######## design 1 ########
==> design_1/flops_by_reg.png <==
Scale bar: 50 um.
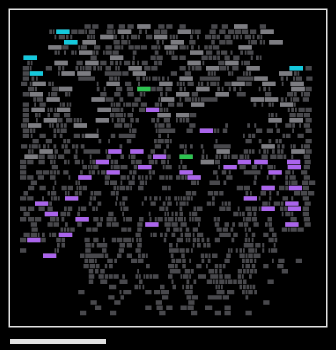

**config.mk**
```make
export PLATFORM = sky130hd
export DESIGN_NAME = div_seq
export DESIGN_NICKNAME = d
export VERILOG_FILES = /design/src/rtl/div_seq.sv
export SDC_FILE = /design/constraint.sdc
export NUM_CORES = 1
export LEC_CHECK = 0
export CAP_MARGIN = 15
export CORE_MARGIN = 5
export CORE_UTILIZATION = 30
export DETAILED_ROUTE_END_ITERATION = 16
export SYNTH_ARGS = -nofsm -noshare
export SYNTH_HDL_FRONTEND = slang
export SYNTH_SLANG_ARGS = --single-unit
```
**constraint.sdc**
```tcl
create_clock -name clk -period 9.8 [get_ports clk]
set_input_delay 1.96 -clock clk [delete_from_list [all_inputs] [get_ports clk]]
set_output_delay 1.96 -clock clk [all_outputs]
set_load 0.01 [all_outputs]
```
**src/rtl/div_seq.sv**
```systemverilog
// Request-side sequencer for the iterative 32-bit divide core: resolves divide-by-zero and
// signed overflow locally, otherwise drives the core and sign-corrects the remainder.
// Optional DIV_REUSE_EN adds a one-entry result cache that bypasses the core on repeated operands.
module div_seq #(
  parameter int TAG_W = 5
) (
  input  logic             clk,
  input  logic             reset,
  input  logic             req_valid,
  output logic             req_ready,
  input  logic [1:0]       req_op,
  input  logic [31:0]      req_rs1,
  input  logic [31:0]      req_rs2,
  input  logic [TAG_W-1:0] req_tag,
  output logic             rsp_valid,
  input  logic             rsp_ready,
  output logic [31:0]      rsp_data,
  output logic [TAG_W-1:0] rsp_tag,
  output logic             busy,
  output logic             div_kick,
  output logic             div_unsigned,
  output logic [31:0]      div_dividend,
  output logic [31:0]      div_divider,
  input  logic             div_ready,
  input  logic [31:0]      div_quotient,
  input  logic [31:0]      div_remainder
);

  typedef enum logic [1:0] {IDLE, KICK, WAIT, RESP} state_t;

  state_t           state_reg, state_next;
  logic [1:0]       op_reg;
  logic [31:0]      rs1_reg, rs2_reg, data_reg;
  logic [TAG_W-1:0] tag_reg;

  logic        accept;
  logic        fast_zero, fast_ovf, fast_path;
  logic [31:0] fast_data;
  logic [31:0] rem_mag, rem_fix, core_result;
  logic        cache_hit;
  logic [31:0] cache_data;

  assign accept    = req_valid && req_ready;
  assign fast_zero = (req_rs2 == 32'd0);
  assign fast_ovf  = !req_op[0] && (req_rs1 == 32'h8000_0000) && (req_rs2 == 32'hFFFF_FFFF);
  assign fast_path = fast_zero || fast_ovf;
  assign fast_data = fast_zero ? (req_op[1] ? req_rs1 : 32'hFFFF_FFFF)
                               : (req_op[1] ? 32'd0   : 32'h8000_0000);

  // The core's remainder follows the quotient sign; the result must follow the dividend.
  assign rem_mag     = (rs1_reg[31] ^ rs2_reg[31]) ? -div_remainder : div_remainder;
  assign rem_fix     = op_reg[0] ? div_remainder : (rs1_reg[31] ? -rem_mag : rem_mag);
  assign core_result = op_reg[1] ? rem_fix : div_quotient;

`ifdef DIV_REUSE_EN
  logic        cache_valid_reg, cache_uns_reg;
  logic [31:0] cache_rs1_reg, cache_rs2_reg, cache_quot_reg, cache_rem_reg;

  assign cache_hit  = cache_valid_reg && !fast_path && (cache_rs1_reg == req_rs1) &&
                      (cache_rs2_reg == req_rs2) && (cache_uns_reg == req_op[0]);
  assign cache_data = req_op[1] ? cache_rem_reg : cache_quot_reg;

  always_ff @(posedge clk) begin
    if (reset) begin
      cache_valid_reg <= 1'b0;
      cache_uns_reg   <= 1'b0;
      cache_rs1_reg   <= '0;
      cache_rs2_reg   <= '0;
      cache_quot_reg  <= '0;
      cache_rem_reg   <= '0;
    end else if (state_reg == WAIT && div_ready) begin
      cache_valid_reg <= 1'b1;
      cache_uns_reg   <= op_reg[0];
      cache_rs1_reg   <= rs1_reg;
      cache_rs2_reg   <= rs2_reg;
      cache_quot_reg  <= div_quotient;
      cache_rem_reg   <= rem_fix;
    end
  end
`else
  assign cache_hit  = 1'b0;
  assign cache_data = 32'd0;
`endif

  always_ff @(posedge clk) begin
    if (reset) state_reg <= IDLE;
    else       state_reg <= state_next;
  end

  always_comb begin
    state_next = state_reg;
    case (state_reg)
      IDLE: if (accept) state_next = (fast_path || cache_hit) ? RESP : KICK;
      KICK: if (div_ready) state_next = WAIT;
      WAIT: if (div_ready) state_next = RESP;
      RESP: if (rsp_ready) state_next = IDLE;
      default: state_next = IDLE;
    endcase
  end

  always_comb begin
    req_ready = (state_reg == IDLE);
    busy      = (state_reg != IDLE);
    div_kick  = (state_reg == KICK);
    rsp_valid = (state_reg == RESP);
  end

  always_ff @(posedge clk) begin
    if (reset) begin
      op_reg   <= '0;
      rs1_reg  <= '0;
      rs2_reg  <= '0;
      tag_reg  <= '0;
      data_reg <= '0;
    end else if (accept) begin
      op_reg   <= req_op;
      rs1_reg  <= req_rs1;
      rs2_reg  <= req_rs2;
      tag_reg  <= req_tag;
      data_reg <= fast_path ? fast_data : cache_data;
    end else if (state_reg == WAIT && div_ready) begin
      data_reg <= core_result;
    end
  end

  assign rsp_data     = data_reg;
  assign rsp_tag      = tag_reg;
  assign div_unsigned = op_reg[0];
  assign div_dividend = rs1_reg;
  assign div_divider  = rs2_reg;

endmodule

```
######## design 2 ########
===== config.mk =====
export PLATFORM = sky130hd
export DESIGN_NAME = mem_arbiter
export DESIGN_NICKNAME = d
export VERILOG_FILES = /design/src/rtl/mem_arb_pkg.sv /design/src/rtl/bus_watchdog.sv /design/src/rtl/mem_arbiter.sv
export SDC_FILE = /design/constraint.sdc
export NUM_CORES = 1
export LEC_CHECK = 0
export CORE_UTILIZATION = 44
export DETAILED_ROUTE_END_ITERATION = 10
export HOLD_SLACK_MARGIN = 0.02
export PLACE_DENSITY = 0.95
export SYNTH_ARGS = -nofsm -noshare
export SYNTH_HDL_FRONTEND = slang
export SYNTH_SLANG_ARGS = --single-unit

===== constraint.sdc =====
create_clock -name clk -period 2.5 [get_ports clk]
set_input_delay 0.5 -clock clk [delete_from_list [all_inputs] [get_ports clk]]
set_output_delay 0.5 -clock clk [all_outputs]
set_load 0.01 [all_outputs]

===== src/rtl/mem_arb_pkg.sv =====
// Shared types for the two-requester memory arbiter: FSM states, requester ids
// and the fault codes returned with each completion.
package mem_arb_pkg;

  typedef enum logic [1:0] {
    IDLE,
    BUSY,
    RESP
  } arb_state_e;

  typedef enum logic {
    REQ_CORE = 1'b0,
    REQ_DBG  = 1'b1
  } req_id_e;

  localparam logic [1:0] FAULT_NONE    = 2'b00;
  localparam logic [1:0] FAULT_MEM     = 2'b01;
  localparam logic [1:0] FAULT_TIMEOUT = 2'b10;

endpackage


===== src/rtl/bus_watchdog.sv =====
// Clear/enable cycle counter that flags when a transaction has waited TIMEOUT cycles.
module bus_watchdog #(
  parameter int unsigned TIMEOUT = 255
) (
  input  logic clk,
  input  logic reset_n,
  input  logic clear,
  input  logic enable,
  output logic expired
);

  localparam int unsigned W = (TIMEOUT > 1) ? $clog2(TIMEOUT) : 1;
  localparam logic [W-1:0] LAST = W'(TIMEOUT - 1);

  logic [W-1:0] count;

  always_ff @(posedge clk) begin
    if (!reset_n) begin
      count <= '0;
    end else if (clear) begin
      count <= '0;
    end else if (enable) begin
      count <= count + W'(1);
    end
  end

  assign expired = (count == LAST);

endmodule


===== src/rtl/mem_arbiter.sv =====
// Shares one memory port between the core and a debug/DMA requester with
// round-robin tie breaking and a watchdog that aborts unacknowledged accesses.
module mem_arbiter
  import mem_arb_pkg::*;
#(
  parameter int unsigned TIMEOUT = 255
) (
  input  logic        clk,
  input  logic        reset_n,
  input  logic        core_req,
  input  logic        core_write,
  input  logic [1:0]  core_size,
  input  logic [31:0] core_addr,
  input  logic [31:0] core_wdata,
  output logic        core_done,
  output logic [31:0] core_rdata,
  output logic [1:0]  core_fault,
  input  logic        dbg_req,
  input  logic        dbg_write,
  input  logic [1:0]  dbg_size,
  input  logic [31:0] dbg_addr,
  input  logic [31:0] dbg_wdata,
  output logic        dbg_done,
  output logic [31:0] dbg_rdata,
  output logic [1:0]  dbg_fault,
  output logic        mem_req,
  output logic        mem_write,
  output logic [1:0]  mem_size,
  output logic [31:0] mem_addr,
  output logic [31:0] mem_wdata,
  input  logic        mem_ack,
  input  logic [31:0] mem_rdata,
  input  logic        mem_err
);

  arb_state_e  state;
  req_id_e     grant;
  req_id_e     last_grant;
  req_id_e     pick;
  logic        wd_expired;
  logic [31:0] resp_rdata;
  logic [1:0]  resp_fault;

  bus_watchdog #(.TIMEOUT(TIMEOUT)) u_watchdog (
    .clk     (clk),
    .reset_n (reset_n),
    .clear   (state == IDLE),
    .enable  ((state == BUSY) && !mem_ack),
    .expired (wd_expired)
  );

  // On a tie the requester that did not win last time goes first.
  always_comb begin
    pick = REQ_CORE;
    if (core_req && dbg_req) begin
      pick = (last_grant == REQ_DBG) ? REQ_CORE : REQ_DBG;
    end else if (dbg_req) begin
      pick = REQ_DBG;
    end
  end

  // An ack in the expiry cycle still counts as a normal completion.
  always_comb begin
    resp_rdata = '0;
    resp_fault = FAULT_TIMEOUT;
    if (mem_ack) begin
      resp_rdata = mem_rdata;
      resp_fault = mem_err ? FAULT_MEM : FAULT_NONE;
    end
  end

  always_ff @(posedge clk) begin
    if (!reset_n) begin
      state      <= IDLE;
      grant      <= REQ_CORE;
      last_grant <= REQ_DBG;
      core_done  <= 1'b0;
      core_rdata <= '0;
      core_fault <= FAULT_NONE;
      dbg_done   <= 1'b0;
      dbg_rdata  <= '0;
      dbg_fault  <= FAULT_NONE;
      mem_req    <= 1'b0;
      mem_write  <= 1'b0;
      mem_size   <= '0;
      mem_addr   <= '0;
      mem_wdata  <= '0;
    end else begin
      core_done <= 1'b0;
      dbg_done  <= 1'b0;
      case (state)
        IDLE: begin
          if (core_req || dbg_req) begin
            grant   <= pick;
            mem_req <= 1'b1;
            state   <= BUSY;
            if (pick == REQ_DBG) begin
              mem_write <= dbg_write;
              mem_size  <= dbg_size;
              mem_addr  <= dbg_addr;
              mem_wdata <= dbg_wdata;
            end else begin
              mem_write <= core_write;
              mem_size  <= core_size;
              mem_addr  <= core_addr;
              mem_wdata <= core_wdata;
            end
          end
        end
        BUSY: begin
          if (mem_ack || wd_expired) begin
            mem_req <= 1'b0;
            state   <= RESP;
            // done is raised on entry so it is visible during the RESP cycle
            if (grant == REQ_DBG) begin
              dbg_done  <= 1'b1;
              dbg_rdata <= resp_rdata;
              dbg_fault <= resp_fault;
            end else begin
              core_done  <= 1'b1;
              core_rdata <= resp_rdata;
              core_fault <= resp_fault;
            end
          end
        end
        RESP: begin
          last_grant <= grant;
          state      <= IDLE;
        end
        default: state <= IDLE;
      endcase
    end
  end

endmodule


==> design_1/clk_routes.png <==
Scale bar: 50 um.
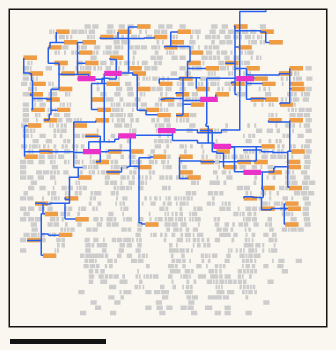
- clock wires: blue (length 1540 um)
- flip-flops: orange (count 105)
- clock drivers: magenta (count 9)
- routed clock nets: 10
clock latency on the worst-skew pair: 0.36 ns
Clock Skew: 0.0146 ns
clk pwr: 0.388 mW

Notes on design_1/flops_by_reg.png above:
- op_reg: green (placed flops 2)
- rsp_data: purple (placed flops 32; where a band across the middle)
- rsp_tag: cyan (placed flops 5)
- not colored: 66
Sequential Area: 2100 um^2
final core utilization: 43.2%
Seq area share: 20.7%

==> impl_metrics.ini, design 1 <==
; physical design summary
[status]
outcome = complete, no violations

[setup_path]
critPathLaunch = div_remainder[0]
cp.buffers_inverters = 2
cp_slowest_cell = clkdlybuf4s50_1
crit_chain = clkdlybuf4s50_1 -> inv_1 -> ha_1 -> nor3b_2 -> nand3_1 -> o221ai_1 -> and4b_1 -> o21ai_1 -> nor2_1 -> a21oi_1 -> mux2_1 -> a211oi_1
regToRegEndpoint = rsp_data[31]
timing.rr.start = div_divider[31]
startpoint_type = input pin
crit_fanout = 13

[floorplan]
core_um2 = 23500
fp_util_pct = 30.6
chipArea_um2 = 27200
die_w_um = 165

[finish]
flop-count = 105
nNonClkBuffers = 257
clock_area_share_pct = 3.07
nonClkBufAreaFrac_pct = 25.0
fin_area_um2 = 10200
clock_buffers = 10

[yosys]
ys_sh_simple_pct = 30.8
ys_sh_mux_pct = 1.15
ys_seq_share_pct = 29.1
syn_inst = 1020
synth_nets = 1166

[hold_path]
hold_depth = 2
holdCritPathClass = register to register

[power]
power_frac_seq_pct = 28.8
p_total_mw = 2.13

[timing]
fin_setup_tns_ns = 0
rsz0062_at_grt = no
worst_pin_slew_ns = 0.933
setup-violations-final = 0
finalClockPeriodUsage_pct = 59.1

[clocking]
htreeDepth = 3

[placed_design]
dpl-instance-area_um2 = 9850
routabilityCongestion = 0.917

[detailed_routing]
num_vias = 8529

[job]
tool_warnings = 30

[global_route]
gr-total-overflow = 0
## design 1: layer usage
metal	wire, um	track usage [%]	vias up
li1	-	-	4100
met1	13700	30.1	3982
met2	14700	36.2	389
met3	2440	4.42	58
met4	1070	8.09	0
met5	0	0	-
## design 1: synth_stat cells, types with 9 or more instances
library cell  number  area share, %
o31ai_1           12            1.2
o21a_1             9           0.94
nor3_1            33            2.3
a211oi_1          11            1.1
nand3_1           21            1.5
and3_1             9           0.78
or3_1             14            1.2
or4_1              9           0.94
o21ai_0           60            4.2
a311oi_1          12            1.5
nor2_1            96            5.0
dfxtp_1          105             29
nor4_1            27            2.3
clkbuf_1          61            3.2
xor2_1            11            1.3
nand2_1          194             10
a21oi_1          122            8.5
xnor2_1           30            3.6
inv_1             16           0.83
nand4_1           13            1.1
## design 1: cell families (layout without fill, tap and decap cells)
group | Yosys count | after routing
AND/OR/NAND/NOR | 458 | 458
AND-OR/OR-AND | 308 | 308
flip-flops | 105 | 105
buffers and inverters | 94 | 290
XOR/XNOR | 41 | 41
multiplexers | 8 | 8
adder cells (fa/ha/maj) | 6 | 6
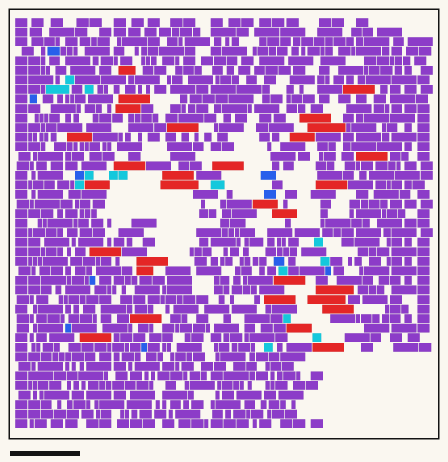
(design_2/sizes.png)
Scale bar: 20 um.
- _0 and _1 cells: purple (cells 954; share 95%; most used clkdlybuf4s50_1)
- _2 cells: blue (cells 10; share 0.99%; most used clkinv_2)
- _6 and larger: red (cells 30; share 3.0%; most used clkbuf_16)
- _3 and _4 cells: cyan (cells 14; share 1.4%; most used buf_4)
cell area after layout: 10100 um^2
Non-CTS buffers: 325

==> impl_metrics.ini, design 2 <==
; physical design summary
[setup_path]
crit_fanout = 67
startpoint_type = register
crit_chain = inv_1 -> ha_1 -> and3_1 -> a21o_2 -> a311oi_1
cp.buffers_inverters = 1
cpPeakStageDelay_ns = 0.98
critPathTopFamily = AND-OR/OR-AND gates
required_ns = 2.71
crit_end = core_rdata[29]
crit_cells = 5
timing.rr.start = u_watchdog.count[0]
endpoint_kind = register

[clocking]
ctsHoldBuffers = 0
path_clk_slew_ns = 0.06

[yosys]
async_flop_share_pct = 0
ys_top_cells_by_area = dfxtp_1 (47%), a311oi_1 (19%), nand2_1 (10%)
syn_inst = 742
ys_sh_mux_pct = 0.158
ys_sh_simple_pct = 13.1
synth_area_um2 = 6320

[detailed_routing]
wl_per_cell_um = 18.3
num_vias = 7064

[global_route]
grt_max_degree = 68
busiest_layer = met2
antenna_found_initial = 0
gr-usage-all-layers_pct = 29.2
first_global_vias = 6662

[power]
combPwrFrac_pct = 20.4
power_frac_seq_pct = 39.7

[floorplan]
fp_util_pct = 45.4
fp-row-count = 43
core_um2 = 13900

[finish]
n_all_inverters = 3
nonClkBufAreaFrac_pct = 32.5
layout.cells.most_common_list = clkdlybuf4s50_1 (308), nand2_1 (175), dfxtp_1 (150), a311oi_1 (135), a21oi_1 (76)
final_nets = 1170
synthToLayoutAreaGrowth_pct = 60.2
fillCellCount = 971

[timing]
clock_skew_ns = 0.00971
whs_ns = 0.478
rsz0062_at_grt = no

[placed_design]
place_ws_ns = 0.172

[job]
cap_violations = 0

[hold_path]
hold_path_startpoint = u_watchdog.count[7]
holdCritPathClass = register to register

[status]
outcome = complete, no violations
==> design 2: cell families (layout without fill, tap and decap cells) <==
kind of cell,count (synthesis),count (layout)
AOI/OAI and AO/OA,293,293
xor gates and xnor gates,1,1
DFF,150,150
buffers and inverters,93,359
and+or+nand+nor,202,202
adders and majority gates,2,2
muxes,1,1
==> design 2: through the flow <==
| step | utilization (%) | instances | total power [mW] | instance area [um^2] |
|---|---|---|---|---|
| floorplan | - | 742 | 3.28 | 6320 |
| global placement | 68.3 | 1157 | 4.03 | 9520 |
| detailed placement | 68.3 | 1157 | 4.06 | 9520 |
| CTS | 72.7 | 1188 | 6.72 | 10100 |
| global route | 72.7 | 1188 | 6.95 | 10100 |
| finish | 72.7 | 1188 | 6.69 | 10100 |
==> design 2: registers in the layout, indices dropped and copies added (netlist names) <==
signal,count
dbg_fault,2
mem_size,2
last_grant,1
core_done,1
dbg_rdata,32
mem_addr,32
grant,1
state,2
dbg_done,1
core_fault,2
mem_wdata,32
mem_req,1
core_rdata,32
mem_write,1
u_watchdog.count,8


==> gallery <==
Clock routing.
(a)
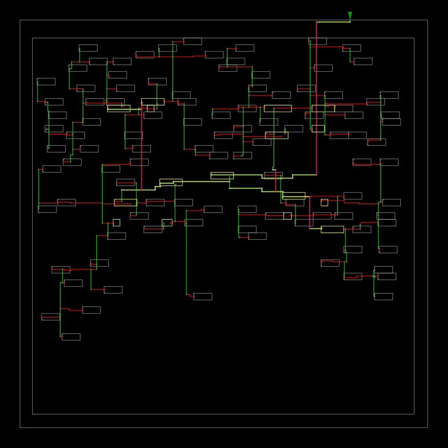
(b)
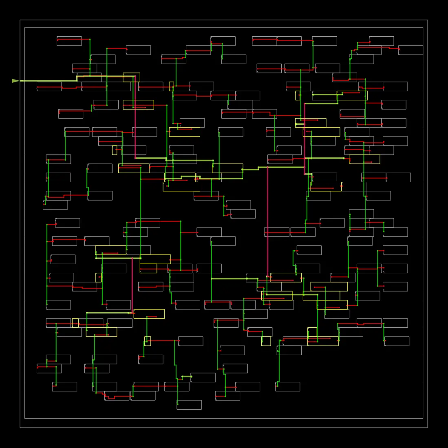
design 2: (b)
design 1: (a)

Power is estimated from default activity; no workload was simulated.
